# countdown_timer_flat

==> countdown_timer_flat/congestion_map.png <==
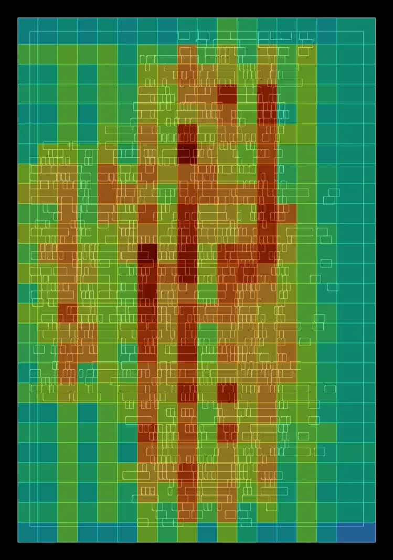

[config.mk]
export PLATFORM = sky130hd
export DESIGN_NAME = countdown_timer_flat
export DESIGN_NICKNAME = d
export VERILOG_FILES = /design/src/rtl/countdown_timer_if.sv /design/src/rtl/countdown_timer.sv /design/src/flat_wrapper.sv
export SDC_FILE = /design/constraint.sdc
export NUM_CORES = 1
export LEC_CHECK = 0
export ABC_AREA = 1
export CAP_MARGIN = 10
export CORE_ASPECT_RATIO = 1.5
export CORE_MARGIN = 4
export CORE_UTILIZATION = 28
export DETAILED_ROUTE_END_ITERATION = 8
export HOLD_SLACK_MARGIN = 0.15
export PLACE_DENSITY = 0.58
export SYNTH_ARGS = -nofsm -noshare
export SYNTH_HDL_FRONTEND = slang
export SYNTH_SLANG_ARGS = --single-unit
[constraint.sdc]
create_clock -name clk -period 2.5 [get_ports clk]
set_input_delay 0.375 -clock clk [delete_from_list [all_inputs] [get_ports clk]]
set_output_delay 0.375 -clock clk [all_outputs]
set_load 0.01 [all_outputs]
[src/rtl/countdown_timer_if.sv]
// Control and status bundle for countdown_timer: the driving side owns the
// start/load/control inputs, the timer owns the count and status outputs.
interface countdown_timer_if #(
    parameter int COUNT_WIDTH = 32,
    parameter int EXP_WIDTH   = 16
);
    logic                   start;
    logic [COUNT_WIDTH-1:0] load_val;
    logic                   reload_en;
    logic                   pause;
    logic                   abort;
    logic                   clr_stats;
    logic [COUNT_WIDTH-1:0] count_out;
    logic                   busy;
    logic                   done;
    logic [EXP_WIDTH-1:0]   expire_cnt;

    modport master (
        output start,
        output load_val,
        output reload_en,
        output pause,
        output abort,
        output clr_stats,
        input  count_out,
        input  busy,
        input  done,
        input  expire_cnt
    );

    modport slave (
        input  start,
        input  load_val,
        input  reload_en,
        input  pause,
        input  abort,
        input  clr_stats,
        output count_out,
        output busy,
        output done,
        output expire_cnt
    );
endinterface

[src/rtl/countdown_timer.sv]
// Loadable down-counting timer with pause, abort, optional auto-reload and a
// saturating count of expiry events. All outputs come straight from flops.
module countdown_timer #(
    parameter int COUNT_WIDTH = 32,
    parameter int EXP_WIDTH   = 16
) (
    input  logic             clk,
    input  logic             rst_n,
    countdown_timer_if.slave bus
);

    typedef enum logic [1:0] {
        IDLE = 2'd0,
        RUN  = 2'd1,
        HOLD = 2'd2
    } state_t;

    localparam logic [COUNT_WIDTH-1:0] COUNT_ONE = COUNT_WIDTH'(1);
    localparam logic [EXP_WIDTH-1:0]   EXP_MAX   = '1;

    state_t                 state;
    state_t                 state_next;
    logic [COUNT_WIDTH-1:0] count;
    logic [COUNT_WIDTH-1:0] count_next;
    logic [COUNT_WIDTH-1:0] reload_reg;
    logic [COUNT_WIDTH-1:0] reload_next;
    logic                   expire;
    logic                   done_q;
    logic                   busy_q;
    logic [EXP_WIDTH-1:0]   expire_cnt;
    logic [EXP_WIDTH-1:0]   expire_next;

    always_ff @(posedge clk or negedge rst_n) begin
        if (!rst_n) begin
            state <= IDLE;
        end else begin
            state <= state_next;
        end
    end

    // Priority is abort, then start (IDLE only), then pause, then decrement.
    always_comb begin
        state_next  = state;
        count_next  = count;
        reload_next = reload_reg;
        expire      = 1'b0;
        unique case (state)
            IDLE: begin
                if (!bus.abort && bus.start) begin
                    reload_next = bus.load_val;
                    if (bus.load_val == '0) begin
                        expire = 1'b1;
                    end else begin
                        count_next = bus.load_val;
                        state_next = RUN;
                    end
                end
            end
            RUN: begin
                if (bus.abort) begin
                    count_next = '0;
                    state_next = IDLE;
                end else if (bus.pause) begin
                    state_next = HOLD;
                end else if (count > COUNT_ONE) begin
                    count_next = count - COUNT_ONE;
                end else begin
                    expire = 1'b1;
                    if (bus.reload_en) begin
                        count_next = reload_reg;
                    end else begin
                        count_next = '0;
                        state_next = IDLE;
                    end
                end
            end
            HOLD: begin
                if (bus.abort) begin
                    count_next = '0;
                    state_next = IDLE;
                end else if (!bus.pause) begin
                    state_next = RUN;
                end
            end
            default: begin
                count_next = '0;
                state_next = IDLE;
            end
        endcase
    end

    // Clearing the statistics beats a coincident expiry.
    always_comb begin
        expire_next = expire_cnt;
        if (bus.clr_stats) begin
            expire_next = '0;
        end else if (expire && (expire_cnt != EXP_MAX)) begin
            expire_next = expire_cnt + EXP_WIDTH'(1);
        end
    end

    always_ff @(posedge clk or negedge rst_n) begin
        if (!rst_n) begin
            count      <= '0;
            reload_reg <= '0;
            done_q     <= 1'b0;
            busy_q     <= 1'b0;
            expire_cnt <= '0;
        end else begin
            count      <= count_next;
            reload_reg <= reload_next;
            done_q     <= expire;
            busy_q     <= (state_next != IDLE);
            expire_cnt <= expire_next;
        end
    end

    assign bus.count_out  = count;
    assign bus.busy       = busy_q;
    assign bus.done       = done_q;
    assign bus.expire_cnt = expire_cnt;

    // The registered busy flag must always agree with the state register.
    assert property (@(posedge clk) disable iff (!rst_n) busy_q == (state != IDLE));
    assert property (@(posedge clk) disable iff (!rst_n) (state == IDLE) |-> (count == '0));

endmodule

[src/flat_wrapper.sv]
// flat-port wrapper written by rule: the top's interface ports become plain ports
module countdown_timer_flat 
#(
    parameter int COUNT_WIDTH = 32,
    parameter int EXP_WIDTH   = 16
)
  (clk, rst_n, bus_start, bus_load_val, bus_reload_en, bus_pause, bus_abort, bus_clr_stats, bus_count_out, bus_busy, bus_done, bus_expire_cnt);
  countdown_timer_if #(.COUNT_WIDTH(COUNT_WIDTH), .EXP_WIDTH(EXP_WIDTH)) bus_i ();
  input  logic clk;
  input  logic rst_n;
  input wire logic [$bits(bus_i.start)-1:0] bus_start;
  input wire logic [$bits(bus_i.load_val)-1:0] bus_load_val;
  input wire logic [$bits(bus_i.reload_en)-1:0] bus_reload_en;
  input wire logic [$bits(bus_i.pause)-1:0] bus_pause;
  input wire logic [$bits(bus_i.abort)-1:0] bus_abort;
  input wire logic [$bits(bus_i.clr_stats)-1:0] bus_clr_stats;
  output wire logic [$bits(bus_i.count_out)-1:0] bus_count_out;
  output wire logic [$bits(bus_i.busy)-1:0] bus_busy;
  output wire logic [$bits(bus_i.done)-1:0] bus_done;
  output wire logic [$bits(bus_i.expire_cnt)-1:0] bus_expire_cnt;
  assign bus_i.start = bus_start;
  assign bus_i.load_val = bus_load_val;
  assign bus_i.reload_en = bus_reload_en;
  assign bus_i.pause = bus_pause;
  assign bus_i.abort = bus_abort;
  assign bus_i.clr_stats = bus_clr_stats;
  assign bus_count_out = bus_i.count_out;
  assign bus_busy = bus_i.busy;
  assign bus_done = bus_i.done;
  assign bus_expire_cnt = bus_i.expire_cnt;
  countdown_timer #(.COUNT_WIDTH(COUNT_WIDTH), .EXP_WIDTH(EXP_WIDTH)) u_core (.clk(clk), .rst_n(rst_n), .bus(bus_i));
endmodule
# fft_bank_scheduler

--- src/rtl/fft_sched_pkg.sv ---
// Shared types and default geometry for the FFT frame-buffer bank scheduler.
package fft_sched_pkg;

  typedef enum logic [1:0] {
    IDLE  = 2'd0,
    READ  = 2'd1,
    DRAIN = 2'd2
  } sched_state_t;

  localparam int NUM_MIC_DEF = 8;
  localparam int NUM_BIN_DEF = 256;
  localparam int MIC_W_DEF   = $clog2(NUM_MIC_DEF);
  localparam int BIN_W_DEF   = $clog2(NUM_BIN_DEF);
  localparam int TUSER_W_DEF = MIC_W_DEF + BIN_W_DEF;
  localparam int CPLX_W      = 64;

endpackage

--- src/rtl/fft_bank_tracker.sv ---
// Ping-pong bank ownership: full flags, writer/reader bank pointers, overflow.
// Optional FFT_SCHED_STATS_EN adds released-frame and dropped-frame counters.
module fft_bank_tracker (
  input  logic        clk,
  input  logic        rst,
  input  logic        wr_frame_done,
  input  logic        rd_release,
  output logic        wr_bank,
  output logic        rd_bank,
  output logic [1:0]  full,
  output logic        wr_allow,
  output logic        overflow
`ifdef FFT_SCHED_STATS_EN
  ,
  output logic [15:0] frame_cnt,
  output logic [15:0] drop_cnt
`endif
);

  logic [1:0] full_reg;
  logic [1:0] full_after_rel;
  logic [1:0] full_next;
  logic       wr_bank_reg;
  logic       rd_bank_reg;
  logic       overflow_reg;
  logic       accept;
  logic       frame_drop;

  // The reader's release lands before the writer's claim, so a frame that
  // completes on the same cycle its target bank is freed is not dropped.
  always_comb begin
    full_after_rel = full_reg;
    if (rd_release) begin
      full_after_rel[rd_bank_reg] = 1'b0;
    end
    accept    = wr_frame_done & ~full_after_rel[wr_bank_reg];
    full_next = full_after_rel;
    if (accept) begin
      full_next[wr_bank_reg] = 1'b1;
    end
  end

  assign frame_drop = wr_frame_done & ~accept;

  always_ff @(posedge clk or posedge rst) begin
    if (rst) begin
      full_reg     <= 2'b00;
      wr_bank_reg  <= 1'b0;
      rd_bank_reg  <= 1'b0;
      overflow_reg <= 1'b0;
    end else begin
      full_reg <= full_next;
      if (accept) begin
        wr_bank_reg <= ~wr_bank_reg;
      end
      if (rd_release) begin
        rd_bank_reg <= ~rd_bank_reg;
      end
      if (frame_drop) begin
        overflow_reg <= 1'b1;
      end
    end
  end

  assign full     = full_reg;
  assign wr_bank  = wr_bank_reg;
  assign rd_bank  = rd_bank_reg;
  assign wr_allow = ~full_reg[wr_bank_reg];
  assign overflow = overflow_reg;

`ifdef FFT_SCHED_STATS_EN
  logic [15:0] frame_cnt_reg;
  logic [15:0] drop_cnt_reg;

  always_ff @(posedge clk or posedge rst) begin
    if (rst) begin
      frame_cnt_reg <= 16'd0;
      drop_cnt_reg  <= 16'd0;
    end else begin
      if (rd_release) begin
        frame_cnt_reg <= frame_cnt_reg + 16'd1;
      end
      if (frame_drop && (drop_cnt_reg != 16'hFFFF)) begin
        drop_cnt_reg <= drop_cnt_reg + 16'd1;
      end
    end
  end

  assign frame_cnt = frame_cnt_reg;
  assign drop_cnt  = drop_cnt_reg;
`endif

endmodule

--- src/rtl/fft_bank_scheduler.sv ---
// Streams completed FFT frame-buffer banks out of BRAM port B, bin-major, as AXIS.
// Optional FFT_SCHED_STATS_EN exposes frame_cnt / drop_cnt from the bank tracker.
module fft_bank_scheduler
  import fft_sched_pkg::*;
#(
  parameter int NUM_MIC = NUM_MIC_DEF,
  parameter int NUM_BIN = NUM_BIN_DEF,
  parameter int BANK_AW = 11
) (
  input  logic                                    clk,
  input  logic                                    rst,
  input  logic                                    wr_frame_done,
  output logic                                    wr_bank,
  output logic                                    wr_allow,
  output logic [BANK_AW:0]                        bram_b_addr,
  output logic                                    bram_b_en,
  input  logic [CPLX_W-1:0]                       bram_b_dout,
  output logic [CPLX_W-1:0]                       m_axis_tdata,
  output logic                                    m_axis_tvalid,
  input  logic                                    m_axis_tready,
  output logic                                    m_axis_tlast,
  output logic [$clog2(NUM_MIC)+$clog2(NUM_BIN)-1:0] m_axis_tuser,
  output logic                                    overflow
`ifdef FFT_SCHED_STATS_EN
  ,
  output logic [15:0]                             frame_cnt,
  output logic [15:0]                             drop_cnt
`endif
);

  localparam int MIC_W   = $clog2(NUM_MIC);
  localparam int BIN_W   = $clog2(NUM_BIN);
  localparam int TUSER_W = MIC_W + BIN_W;
  localparam logic [MIC_W-1:0] MIC_LAST = MIC_W'(NUM_MIC - 1);
  localparam logic [BIN_W-1:0] BIN_LAST = BIN_W'(NUM_BIN - 1);

  sched_state_t       state_reg, state_next;
  logic [MIC_W-1:0]   mic_reg, mic_next;
  logic [BIN_W-1:0]   bin_reg, bin_next;
  logic               tvalid_reg;
  logic               tlast_reg;
  logic [TUSER_W-1:0] tuser_reg;
  logic               advance;
  logic               issue;
  logic               last_addr;
  logic               rd_release;
  logic               rd_bank;
  logic [1:0]         full;
  logic [BANK_AW-1:0] word_off;

  fft_bank_tracker u_tracker (
    .clk           (clk),
    .rst           (rst),
    .wr_frame_done (wr_frame_done),
    .rd_release    (rd_release),
    .wr_bank       (wr_bank),
    .rd_bank       (rd_bank),
    .full          (full),
    .wr_allow      (wr_allow),
    .overflow      (overflow)
`ifdef FFT_SCHED_STATS_EN
    ,
    .frame_cnt     (frame_cnt),
    .drop_cnt      (drop_cnt)
`endif
  );

  always_comb begin
    state_next = state_reg;
    mic_next   = mic_reg;
    bin_next   = bin_reg;
    issue      = 1'b0;
    rd_release = 1'b0;
    advance    = ~tvalid_reg | m_axis_tready;
    last_addr  = (mic_reg == MIC_LAST) && (bin_reg == BIN_LAST);
    case (state_reg)
      IDLE: begin
        if (full[rd_bank]) begin
          mic_next   = '0;
          bin_next   = '0;
          state_next = READ;
        end
      end
      READ: begin
        // A read is issued only when the output register can take its result.
        if (advance) begin
          issue = 1'b1;
          if (last_addr) begin
            state_next = DRAIN;
          end else if (mic_reg == MIC_LAST) begin
            mic_next = '0;
            bin_next = bin_reg + BIN_W'(1);
          end else begin
            mic_next = mic_reg + MIC_W'(1);
          end
        end
      end
      DRAIN: begin
        if (tvalid_reg && m_axis_tready && tlast_reg) begin
          rd_release = 1'b1;
          state_next = IDLE;
        end
      end
      default: state_next = IDLE;
    endcase
  end

  always_ff @(posedge clk or posedge rst) begin
    if (rst) begin
      state_reg  <= IDLE;
      mic_reg    <= '0;
      bin_reg    <= '0;
      tvalid_reg <= 1'b0;
      tlast_reg  <= 1'b0;
      tuser_reg  <= '0;
    end else begin
      state_reg <= state_next;
      mic_reg   <= mic_next;
      bin_reg   <= bin_next;
      if (issue) begin
        tvalid_reg <= 1'b1;
        tlast_reg  <= last_addr;
        tuser_reg  <= {mic_reg, bin_reg};
      end else if (m_axis_tready) begin
        tvalid_reg <= 1'b0;
      end
    end
  end

  // Word offset within a bank is mic*NUM_BIN + bin.
  generate
    if (NUM_BIN == (1 << BIN_W)) begin : g_shift_addr
      assign word_off = BANK_AW'({mic_reg, bin_reg});
    end else begin : g_mul_addr
      assign word_off = BANK_AW'(mic_reg) * BANK_AW'(NUM_BIN) + BANK_AW'(bin_reg);
    end
  endgenerate

  assign bram_b_addr   = {rd_bank, word_off};
  assign bram_b_en     = issue;
  assign m_axis_tdata  = bram_b_dout;
  assign m_axis_tvalid = tvalid_reg;
  assign m_axis_tlast  = tlast_reg;
  assign m_axis_tuser  = tuser_reg;

endmodule

--- config.mk ---
export PLATFORM = sky130hd
export DESIGN_NAME = fft_bank_scheduler
export DESIGN_NICKNAME = d
export VERILOG_FILES = /design/src/rtl/fft_sched_pkg.sv /design/src/rtl/fft_bank_tracker.sv /design/src/rtl/fft_bank_scheduler.sv
export SDC_FILE = /design/constraint.sdc
export NUM_CORES = 1
export LEC_CHECK = 0
export CAP_MARGIN = 20
export CORE_MARGIN = 5
export CORE_UTILIZATION = 25
export DETAILED_ROUTE_END_ITERATION = 8
export PLACE_DENSITY = 0.69
export SLEW_MARGIN = 0
export SYNTH_ARGS = -nofsm -noshare
export SYNTH_HDL_FRONTEND = slang
export SYNTH_SLANG_ARGS = --single-unit
--- constraint.sdc ---
create_clock -name clk -period 3.3 [get_ports clk]
set_clock_uncertainty 0.05 [all_clocks]
set_input_delay 0.66 -clock clk [delete_from_list [all_inputs] [get_ports clk]]
set_output_delay 0.66 -clock clk [all_outputs]
set_load 0.05 [all_outputs]
# led_io_ctrl

--- config.mk ---
export PLATFORM = sky130hd
export DESIGN_NAME = led_io_ctrl
export DESIGN_NICKNAME = d
export VERILOG_FILES = /design/src/rtl/led_io_ctrl.sv
export SDC_FILE = /design/constraint.sdc
export NUM_CORES = 1
export LEC_CHECK = 0
export CAP_MARGIN = 20
export CORE_ASPECT_RATIO = 1.2
export CORE_UTILIZATION = 46
export DETAILED_ROUTE_END_ITERATION = 12
export PLACE_DENSITY_LB_ADDON = 0.2
export SLEW_MARGIN = 20
export SYNTH_ARGS = -nofsm -noshare
export SYNTH_HDL_FRONTEND = slang
export SYNTH_SLANG_ARGS = --single-unit
export TNS_END_PERCENT = 10
--- constraint.sdc ---
create_clock -name clk -period 1.9 [get_ports clk]
set_input_delay 0.38 -clock clk [delete_from_list [all_inputs] [get_ports clk]]
set_output_delay 0.38 -clock clk [all_outputs]
set_load 0.02 [all_outputs]
--- src/rtl/led_io_ctrl.sv ---
// LED IO controller: memory-mapped 24-bit LED display with a staged LO/HI
// commit, readback and an optional blink generator.
module led_io_ctrl #(
    parameter int TICK_DIV = 50_000_000
) (
    input  logic        clk,
    input  logic        rst_n,
    input  logic        wr_en,
    input  logic        rd_en,
    input  logic [1:0]  addr,
    input  logic [15:0] wr_data,
    output logic [15:0] rd_data,
    output logic        wr_ack,
    output logic [23:0] led
);

    localparam int TW = (TICK_DIV > 1) ? $clog2(TICK_DIV) : 1;
    localparam logic [TW-1:0] TICK_LAST = TW'(TICK_DIV - 1);

    typedef enum logic [1:0] {
        A_LO   = 2'b00,
        A_HI   = 2'b01,
        A_CTRL = 2'b10,
        A_RSV  = 2'b11
    } reg_addr_e;

    logic [15:0]   shadow_lo;
    logic [23:0]   disp;
    logic [3:0]    ctrl;
    logic [TW-1:0] tick_cnt;
    logic [2:0]    phase;
    logic          blank;

    logic       blink_en;
    logic [2:0] rate;
    logic       tick;
    logic       wr_lo, wr_hi, wr_ctrl;

    assign blink_en = ctrl[0];
    assign rate     = ctrl[3:1];
    assign tick     = blink_en && (tick_cnt == TICK_LAST);
    assign wr_lo    = wr_en && (addr == A_LO);
    assign wr_hi    = wr_en && (addr == A_HI);
    assign wr_ctrl  = wr_en && (addr == A_CTRL);

    // Register file: LO stages the low halfword, HI commits all 24 bits at once
    always_ff @(posedge clk or negedge rst_n) begin
        if (!rst_n) begin
            shadow_lo <= '0;
            disp      <= '0;
            ctrl      <= '0;
        end else begin
            if (wr_lo)   shadow_lo <= wr_data;
            if (wr_hi)   disp      <= {wr_data[7:0], shadow_lo};
            if (wr_ctrl) ctrl      <= wr_data[3:0];
        end
    end

    // Blink generator; a CTRL write restarts it and wins over a coincident tick
    always_ff @(posedge clk or negedge rst_n) begin
        if (!rst_n) begin
            tick_cnt <= '0;
            phase    <= '0;
            blank    <= 1'b0;
        end else if (wr_ctrl || !blink_en) begin
            tick_cnt <= '0;
            phase    <= '0;
            blank    <= 1'b0;
        end else begin
            tick_cnt <= tick ? '0 : tick_cnt + 1'b1;
            if (tick) begin
                if (phase == rate) begin
                    phase <= '0;
                    blank <= ~blank;
                end else begin
                    phase <= phase + 3'd1;
                end
            end
        end
    end

    // Registered outputs: readback sees pre-write state, ack trails each write
    always_ff @(posedge clk or negedge rst_n) begin
        if (!rst_n) begin
            rd_data <= '0;
            wr_ack  <= 1'b0;
            led     <= '0;
        end else begin
            wr_ack <= wr_en;
            led    <= (blink_en && blank) ? 24'h000000 : disp;
            if (rd_en) begin
                unique case (reg_addr_e'(addr))
                    A_LO:    rd_data <= shadow_lo;
                    A_HI:    rd_data <= {8'h00, disp[23:16]};
                    A_CTRL:  rd_data <= {12'h000, ctrl};
                    default: rd_data <= 16'h0000;
                endcase
            end
        end
    end

endmodule
# acc_drain_ctrl

$ cat config.mk
export PLATFORM = sky130hd
export DESIGN_NAME = acc_drain_ctrl
export DESIGN_NICKNAME = d
export VERILOG_FILES = /design/src/rtl/acc_drain_ctrl.sv
export SDC_FILE = /design/constraint.sdc
export NUM_CORES = 1
export LEC_CHECK = 0
export ABC_AREA = 1
export CAP_MARGIN = 25
export CELL_PAD_IN_SITES_DETAIL_PLACEMENT = 1
export CELL_PAD_IN_SITES_GLOBAL_PLACEMENT = 1
export CORE_MARGIN = 1
export CORE_UTILIZATION = 40
export DETAILED_ROUTE_END_ITERATION = 10
export GPL_ROUTABILITY_DRIVEN = 0
export PLACE_DENSITY_LB_ADDON = 0.1
export RECOVER_POWER = 100
export SLEW_MARGIN = 20
export SYNTH_ARGS = -nofsm -noshare
export SYNTH_HDL_FRONTEND = slang
export SYNTH_SLANG_ARGS = --single-unit
$ cat constraint.sdc
create_clock -name clk -period 4.6 [get_ports clk]
set_input_delay 0.92 -clock clk [delete_from_list [all_inputs] [get_ports clk]]
set_output_delay 0.92 -clock clk [all_outputs]
set_load 0.01 [all_outputs]
$ cat src/rtl/acc_drain_ctrl.sv
// acc_drain_ctrl: walks accumulator rows and streams them out on valid/ready.
// Define ACC_DRAIN_RELU_EN to zero negative lanes as rows enter the FIFO.
module acc_drain_ctrl #(
  parameter int DEPTH          = 8,
  parameter int ARRAY_M        = 8,
  parameter int DATA_WIDTH     = 32,
  parameter int IDX_WIDTH      = $clog2(DEPTH),
  parameter int DATA_SET_WIDTH = ARRAY_M*DATA_WIDTH
) (
  input  logic                           clk,
  input  logic                           reset,
  input  logic                           start,
  input  logic [IDX_WIDTH:0]             num_rows,
  output logic                           busy,
  output logic                           done,
  output logic [IDX_WIDTH*ARRAY_M-1:0]   acc_idx_set,
  output logic [ARRAY_M-1:0]             acc_enable_set,
  output logic                           acc_drain,
  input  logic [DATA_SET_WIDTH-1:0]      acc_out,
  output logic                           out_valid,
  input  logic                           out_ready,
  output logic [DATA_SET_WIDTH-1:0]      out_data,
  output logic [IDX_WIDTH-1:0]           out_idx,
  output logic                           out_last
);

  typedef enum logic [1:0] {
    IDLE,
    ISSUE,
    FLUSH
  } state_e;

  localparam logic [IDX_WIDTH:0] DEPTH_C = (IDX_WIDTH+1)'(DEPTH);
  localparam logic [IDX_WIDTH:0] ONE_C   = (IDX_WIDTH+1)'(1);

  state_e state_q, state_d;

  logic [IDX_WIDTH-1:0] row_q, row_d;
  logic [IDX_WIDTH:0]   nrows_q, nrows_d;
  logic                 zdone_q, zdone_d;
  logic [1:0]           cnt_q, cnt_d;
  logic                 wr_ptr_q, rd_ptr_q;

  logic [DATA_SET_WIDTH-1:0] fdata_q [2];
  logic [IDX_WIDTH-1:0]      fidx_q  [2];
  logic [1:0]                flast_q;

  logic [IDX_WIDTH:0]        clamp;
  logic                      start_ok;
  logic                      valid_w;
  logic                      pop;
  logic                      rd;
  logic                      last_row;
  logic [DATA_SET_WIDTH-1:0] wdata;

  assign clamp    = (num_rows > DEPTH_C) ? DEPTH_C : num_rows;
  assign start_ok = start && (state_q == IDLE) && (clamp != '0);
  assign valid_w  = (cnt_q != 2'd0);
  assign pop      = valid_w && out_ready;
  assign last_row = ({1'b0, row_q} == (nrows_q - ONE_C));

  // A full FIFO may still accept a row when the head leaves this cycle.
  assign rd = (state_q == ISSUE) && ((cnt_q != 2'd2) || pop);

  always_comb begin
    wdata = acc_out;
`ifdef ACC_DRAIN_RELU_EN
    for (int m = 0; m < ARRAY_M; m++) begin
      if (acc_out[m*DATA_WIDTH + DATA_WIDTH-1]) begin
        wdata[m*DATA_WIDTH +: DATA_WIDTH] = '0;
      end
    end
`endif
  end

  always_ff @(posedge clk or negedge reset) begin
    if (!reset) begin
      state_q <= IDLE;
    end else begin
      state_q <= state_d;
    end
  end

  always_comb begin
    state_d = state_q;
    unique case (state_q)
      IDLE:    if (start_ok) state_d = ISSUE;
      ISSUE:   if (rd && last_row) state_d = FLUSH;
      FLUSH:   if (cnt_q == 2'd0) state_d = IDLE;
      default: state_d = IDLE;
    endcase
  end

  always_comb begin
    busy           = (state_q != IDLE);
    done           = ((state_q == FLUSH) && (cnt_q == 2'd0)) || zdone_q;
    acc_drain      = rd;
    acc_enable_set = rd ? '1 : '0;
    acc_idx_set    = rd ? {ARRAY_M{row_q}} : '0;
    out_valid      = valid_w;
    out_data       = valid_w ? fdata_q[rd_ptr_q] : '0;
    out_idx        = valid_w ? fidx_q[rd_ptr_q] : '0;
    out_last       = valid_w && flast_q[rd_ptr_q];
  end

  always_comb begin
    row_d   = row_q;
    nrows_d = nrows_q;
    zdone_d = start && (state_q == IDLE) && (clamp == '0);
    if (start_ok) begin
      row_d   = '0;
      nrows_d = clamp;
    end else if (rd && !last_row) begin
      row_d = row_q + IDX_WIDTH'(1);
    end
    unique case ({rd, pop})
      2'b10:   cnt_d = cnt_q + 2'd1;
      2'b01:   cnt_d = cnt_q - 2'd1;
      default: cnt_d = cnt_q;
    endcase
  end

  always_ff @(posedge clk or negedge reset) begin
    if (!reset) begin
      row_q    <= '0;
      nrows_q  <= '0;
      zdone_q  <= 1'b0;
      cnt_q    <= 2'd0;
      wr_ptr_q <= 1'b0;
      rd_ptr_q <= 1'b0;
      flast_q  <= '0;
      for (int i = 0; i < 2; i++) begin
        fdata_q[i] <= '0;
        fidx_q[i]  <= '0;
      end
    end else begin
      row_q   <= row_d;
      nrows_q <= nrows_d;
      zdone_q <= zdone_d;
      cnt_q   <= cnt_d;
      if (rd) begin
        fdata_q[wr_ptr_q] <= wdata;
        fidx_q[wr_ptr_q]  <= row_q;
        flast_q[wr_ptr_q] <= last_row;
        wr_ptr_q          <= ~wr_ptr_q;
      end
      if (pop) begin
        rd_ptr_q <= ~rd_ptr_q;
      end
    end
  end

endmodule

==> led_io_ctrl/congestion_map.png <==
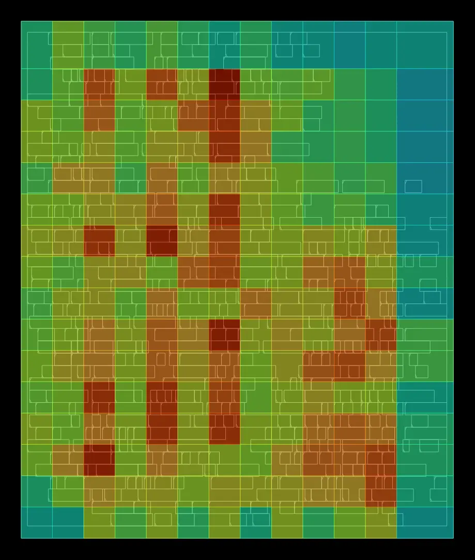
DR WL/cell: 15.91 microns
M1 GR Usage: 25.63%

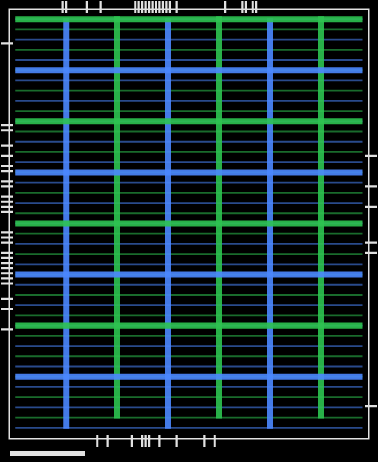
(led_io_ctrl/floorplan.png)
Bar = 20 microns. Pins as bars on the die edge.
| color | net |
|---|---|
| blue | VSS |
| green | VDD |
signal pins: 63
met1 rails: 41

==> reports/qor.txt, led_io_ctrl <==
Status: finished clean
Total power draw: 7.433 mW
Final setup TNS: 0 ps
Post-route cell area: 0.006377 sq mm
I/O Buffers: 62
Syn_nets: 424
Worst slew pin tran: 415.3 ps
Aoi share: 6.146%
Main power group: the clock network
Post-detail-place hpwl: 6762 microns
Clock transition at path regs: 50 ps
Total area of sequential cells: 0.002878 sq mm
CP Max Fanout: 8
Post-synth regs: 115
Full die area: 0.01086 sq mm
Largest Register: tick_cnt
DRC: 0
Basic Gates by Area: 15.73%
Via density: 5.295
Top cell excl fill/tap: dfrtp_1
Tool Warnings: 28
CTS tree: yes
Final Cycle Share: 95.99%
Count leader, synth: dfrtp_1
Top cells excl fill/tap: dfrtp_1 (115), clkdlybuf4s50_1 (61), mux2_2 (42), and2_1 (27), nor2_1 (24)
# setup viols final: 0
-- led_io_ctrl: cell type report --
type,count,share of cell area (%)
Tap cell,126,2.472
Inverter,18,1.059
Sequential cell,115,45.12
Clock inverter,9,1.628
Clock buffer,22,7.593
Multi-Input combinational cell,250,28.25
Timing Repair Buffer,90,13.87
-- led_io_ctrl: worst max-delay path: cells and delay by family (launching register included) --
kind | cells | cell delay, ps
and+or+nand+nor | 3 | 1070
DFF | 1 | 380
AOI/OAI and AO/OA | 1 | 160
buffers and inverters | 1 | 130
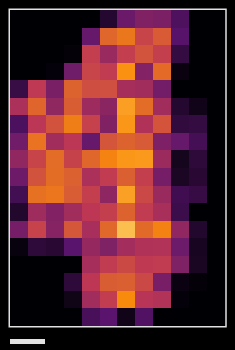
(countdown_timer_flat/util_map.png)
Bar = 20 microns. 12 x 18 tiles, from black (low) to pale yellow (high), 0 to 100% covered.
emptiest ninth of the die: south-west
tiles over 75% full: 3.2%
mean over tiles: 31%
nearly empty tiles: 28%
densest ninth of the die: center
fullest tile: 86%

Notes on countdown_timer_flat/congestion_map.png above:
DR WL/cell: 15.58 microns
grt peak-use layer: met2
grt met2 use: 31.12%
met3 Use GR: 3.771%

==> reports/qor.txt, countdown_timer_flat <==
Status: finished clean
Area growth, synth to finish: 28.03%
Tap Count: 260
Seq/Total Area, Yosys: 37.35%
Synth unique cells: 37
DRC: 0
Diodes inserted: 0
Post-route cell area: 0.007206 sq mm
Worst Path Arrival: 2480 ps
R2r worst-path depth: 13
Final Hold Viols: 0
Placed Cells: 1230
Crit path to: u_core.bus.expire_cnt[0]
Synth top cells by count: nand2_1 (360), nor2_1 (142), inv_1 (95)
PwrDens: 695.1 mW/mm^2
Tool Warnings: 27
Pleak: 3.520 nW
Clock tree buffer depth: 2
H-tree levels: 3
Min Tclk post-route: 2248 ps
Mux cell area share after synthesis: 0%
Initial core utilization: 28.44%
Logic area: 0.003004 sq mm
Total area of sequential cells: 0.002102 sq mm
Wl on met1: 7705 microns
Worst Setup End Kind: register
Buf+Inv Stages, Crit Path: 2
Hold path depth: 2
Global placer's final weighted congestion: 0.8577
FP Rows: 63
Signal buf overhead: 14.97%
DRT antenna net count: 0
Total gr overflow: 0
Final setup margin: 252.0 ps
Worst vdd ir: 0.0003294 V
Final setup TNS: 0 ps
R2R Setup Slk: 250 ps
Post-DP Area: 0.006879 sq mm
Setup Skew: 11.58 ps
Top Layer Used: met4
Flops: 84
## countdown_timer_flat: timing repair
item	in CTS	in global routing
hold endpoints to repair	34	0
gates resized	0	2
setup endpoints to repair	0	8
hold buffers	1	0
## countdown_timer_flat: power by group
group | internal, mW | leakage, nW | switching [mW] | total [mW]
combinational | 0.720 | 2.32 | 0.947 | 1.67
clock | 0.811 | 0.149 | 0.600 | 1.41
sequential | 1.62 | 1.05 | 0.311 | 1.93
## countdown_timer_flat: metal layers
metal	global-route usage, %	up-vias
li1	-	2909
met1	21.22	2701
met2	31.12	174
met3	3.771	31
met4	6.341	0
met5	0	-
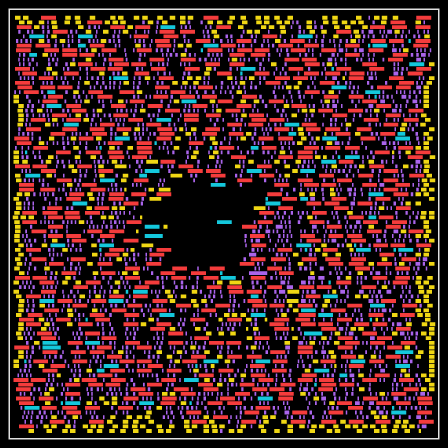
(acc_drain_ctrl/class_map.png)
| color | class | cells | share of their area |
|---|---|---|---|
| cyan | clock drivers and dummy loads | 105 | 6.3% |
| purple | remaining logic cells | 2164 | 31% |
| yellow | remaining buffers and delay cells | 595 | 19% |
| red | sequential cells | 534 | 43% |

==> reports/qor.txt, acc_drain_ctrl <==
DRT antenna net count: 0
Status: finished with violations
Top cell category: sequential cells
# clk buffers: 86
Failing checks: max-capacitance violations, max-slew violations
Post-layout util: 52.31%
Count leader, synth: nand2_1
Post-synth regs: 534
Post-detail-place hpwl: 54610 microns
Core Area: 0.06070 sq mm
Final Cycle Share: 93.54%
Syn Area/Cell: 8.460 sq um
Slew Viols, Final: 224
DRC: 0
PwrDens: 875.0 mW/mm^2
Hold-fix buffers, CTS: 0
CP Depth: 9
Finished Layout Cells: 4197
Max Cap Viol: 2
CP peak stage delay: 1660 ps
==> acc_drain_ctrl: power breakdown <==
part	switching [mW]	leakage, nW	internal [mW]
clock	1.95	0.969	2.82
sequential	1.03	6.59	7.08
combinational	9.28	7.86	5.63
total	12.2	15.4	15.5
==> acc_drain_ctrl: metal layers <==
metal  global-route usage (%)  vias up  share of wire, %
met2                    44.75      494                50
met1                    31.13    10903                39
li1                         -    10072                 -
met4                    11.22       16               3.8
met5                        0        -              0.13
met3                    7.025      159               6.5
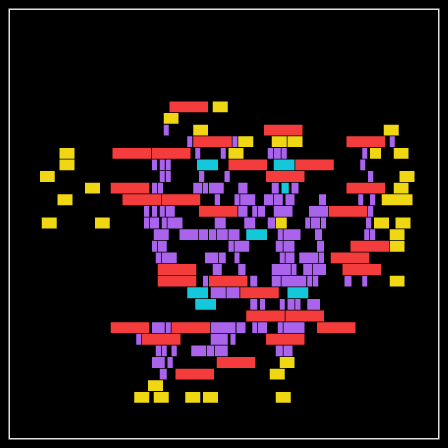
(fft_bank_scheduler/class_map.png)
| color | class | cells | share of their area |
|---|---|---|---|
| yellow | remaining buffers and delay cells | 34 | 18% |
| cyan | clock drivers and dummy loads | 7 | 4.5% |
| purple | remaining logic cells | 128 | 38% |
| red | sequential cells | 31 | 40% |

==> reports/qor.txt, fft_bank_scheduler <==
Max Cap Viol: 0
Yosys Instances: 229
CP Depth: 5
Top cell category: sequential cells
CP peak stage delay: 500 ps
Final setup TNS: 0 ps
# fillers: 842
I/O Buffers: 32
Syn_nets: 300
ClkCell Share: 4.204%
Power share of the clock group: 16.5%
Status: finished clean
Seq/Total Area, Yosys: 38.15%
Main power group: combinational logic
Clock tree buffer depth: 2
Final Hold Viols: 0
Worst Setup End Kind: primary output
Full die area: 0.01004 sq mm
CP Max Fanout: 12
Core Area: 0.007807 sq mm
Hold Path Origin: m_axis_tuser[2]
Io pins: 161
Total vias in the final route: 1335
Post-detail-place hpwl: 2926 microns
Net count reported at finish: 271
Hold path depth: 2
-- fft_bank_scheduler: logic make-up (layout without fill, tap and decap cells) --
| family | Yosys count | count (layout) |
|---|---|---|
| xor+xnor | 1 | 1 |
| buf+inv | 81 | 52 |
| mux | 8 | 8 |
| fa+ha+maj | 3 | 3 |
| compound gates | 27 | 27 |
| flops | 31 | 31 |
| simple gates | 78 | 78 |
-- fft_bank_scheduler: per-layer routing --
metal / track usage (%) / part of all wire [%]
met1: 10.02 / 43
met3: 4.170 / 9.1
met5: 0 / 0
met4: 3.938 / 2.6
met2: 12.59 / 45

==> screenshots <==
Nets reached from selected ports.
picture 1
Bar = 20 microns.
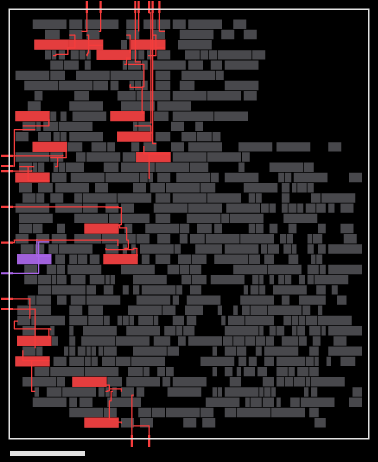
picture 2
Bar = 100 microns.
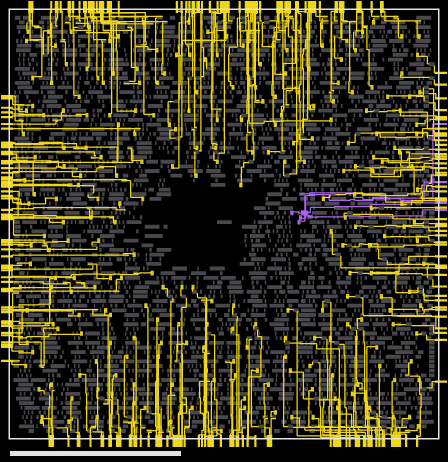
picture 3
Bar = 20 microns.
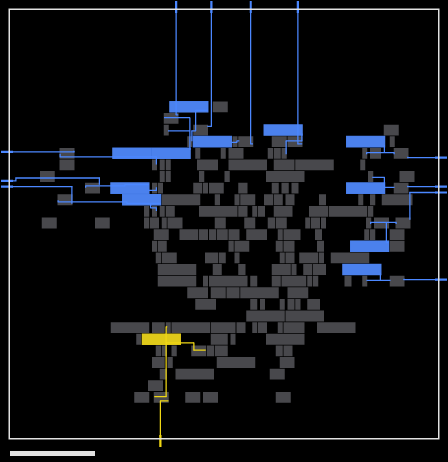
picture 4
Bar = 20 microns.
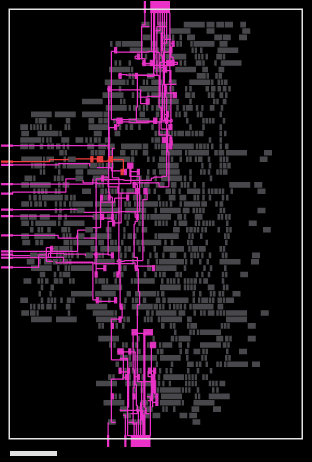
| picture | from |
|---|---|
| picture 4 | countdown_timer_flat |
| picture 2 | acc_drain_ctrl |
| picture 3 | fft_bank_scheduler |
| picture 1 | led_io_ctrl |

Key to picture 1:
| color | port | direction | edge | end cells | buffers | wire |
|---|---|---|---|---|---|---|
| purple | wr_ack | output | west | 1 | 1 | 26.3 microns |
| red | rd_data | output | 7 north, 7 west, 2 south | 16 | 16 | 447 microns |



==> layout pictures side by side <==
Local utilization.
(a)
Bar = 20 microns. 10 x 11 tiles, from black (low) to pale yellow (high), 0 to 100% covered.
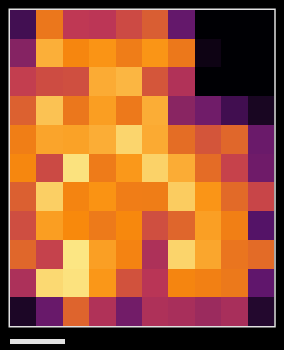
(b)
Bar = 20 microns. 10 x 10 tiles, from black (low) to pale yellow (high), 0 to 100% covered.
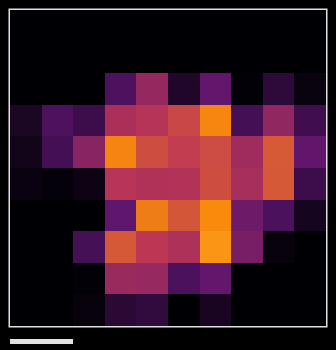
(c)
Bar = 100 microns. 25 x 25 tiles, from black (low) to pale yellow (high), 0 to 100% covered.
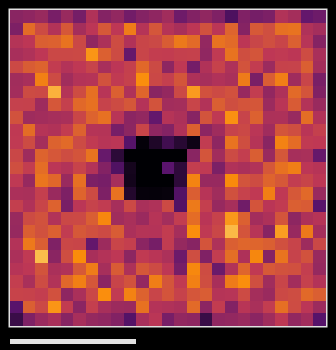
(b) is fft_bank_scheduler.
(c) is acc_drain_ctrl.
(a) is led_io_ctrl.
Of these, highest utilization: (a)
Of these, lowest utilization: (b)


## Gallery

Power grid.
image #1
Bar = 20 microns. Pins as bars on the die edge.
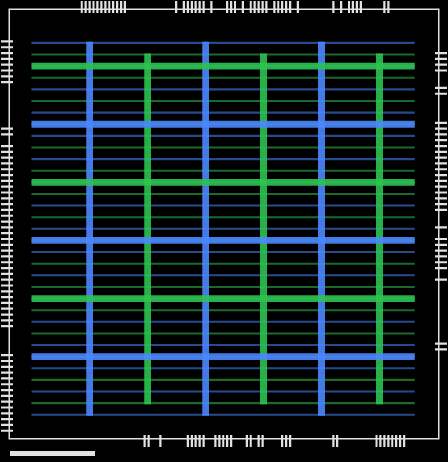
image #2
Bar = 20 microns. Pins as bars on the die edge.
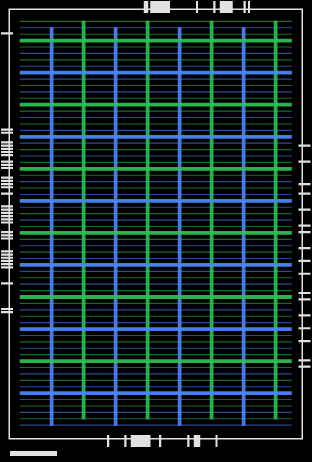
image #3
Bar = 100 microns. Pins as bars on the die edge.
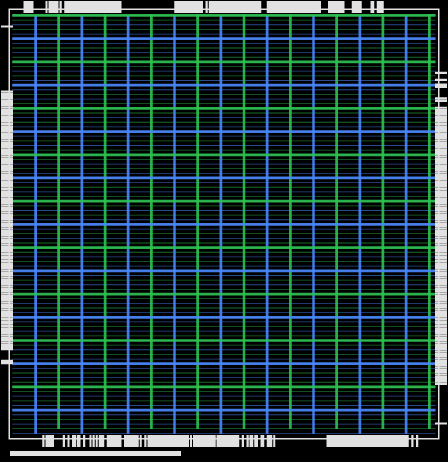
image #1 -> fft_bank_scheduler
image #2 -> countdown_timer_flat
image #3 -> acc_drain_ctrl
- largest die: image #3

Key to image #1:
| color | net |
|---|---|
| green | VDD |
| blue | VSS |
rows: 32
signal pins: 161

Power figures rest on the tool's default switching activity, not on a simulated workload.
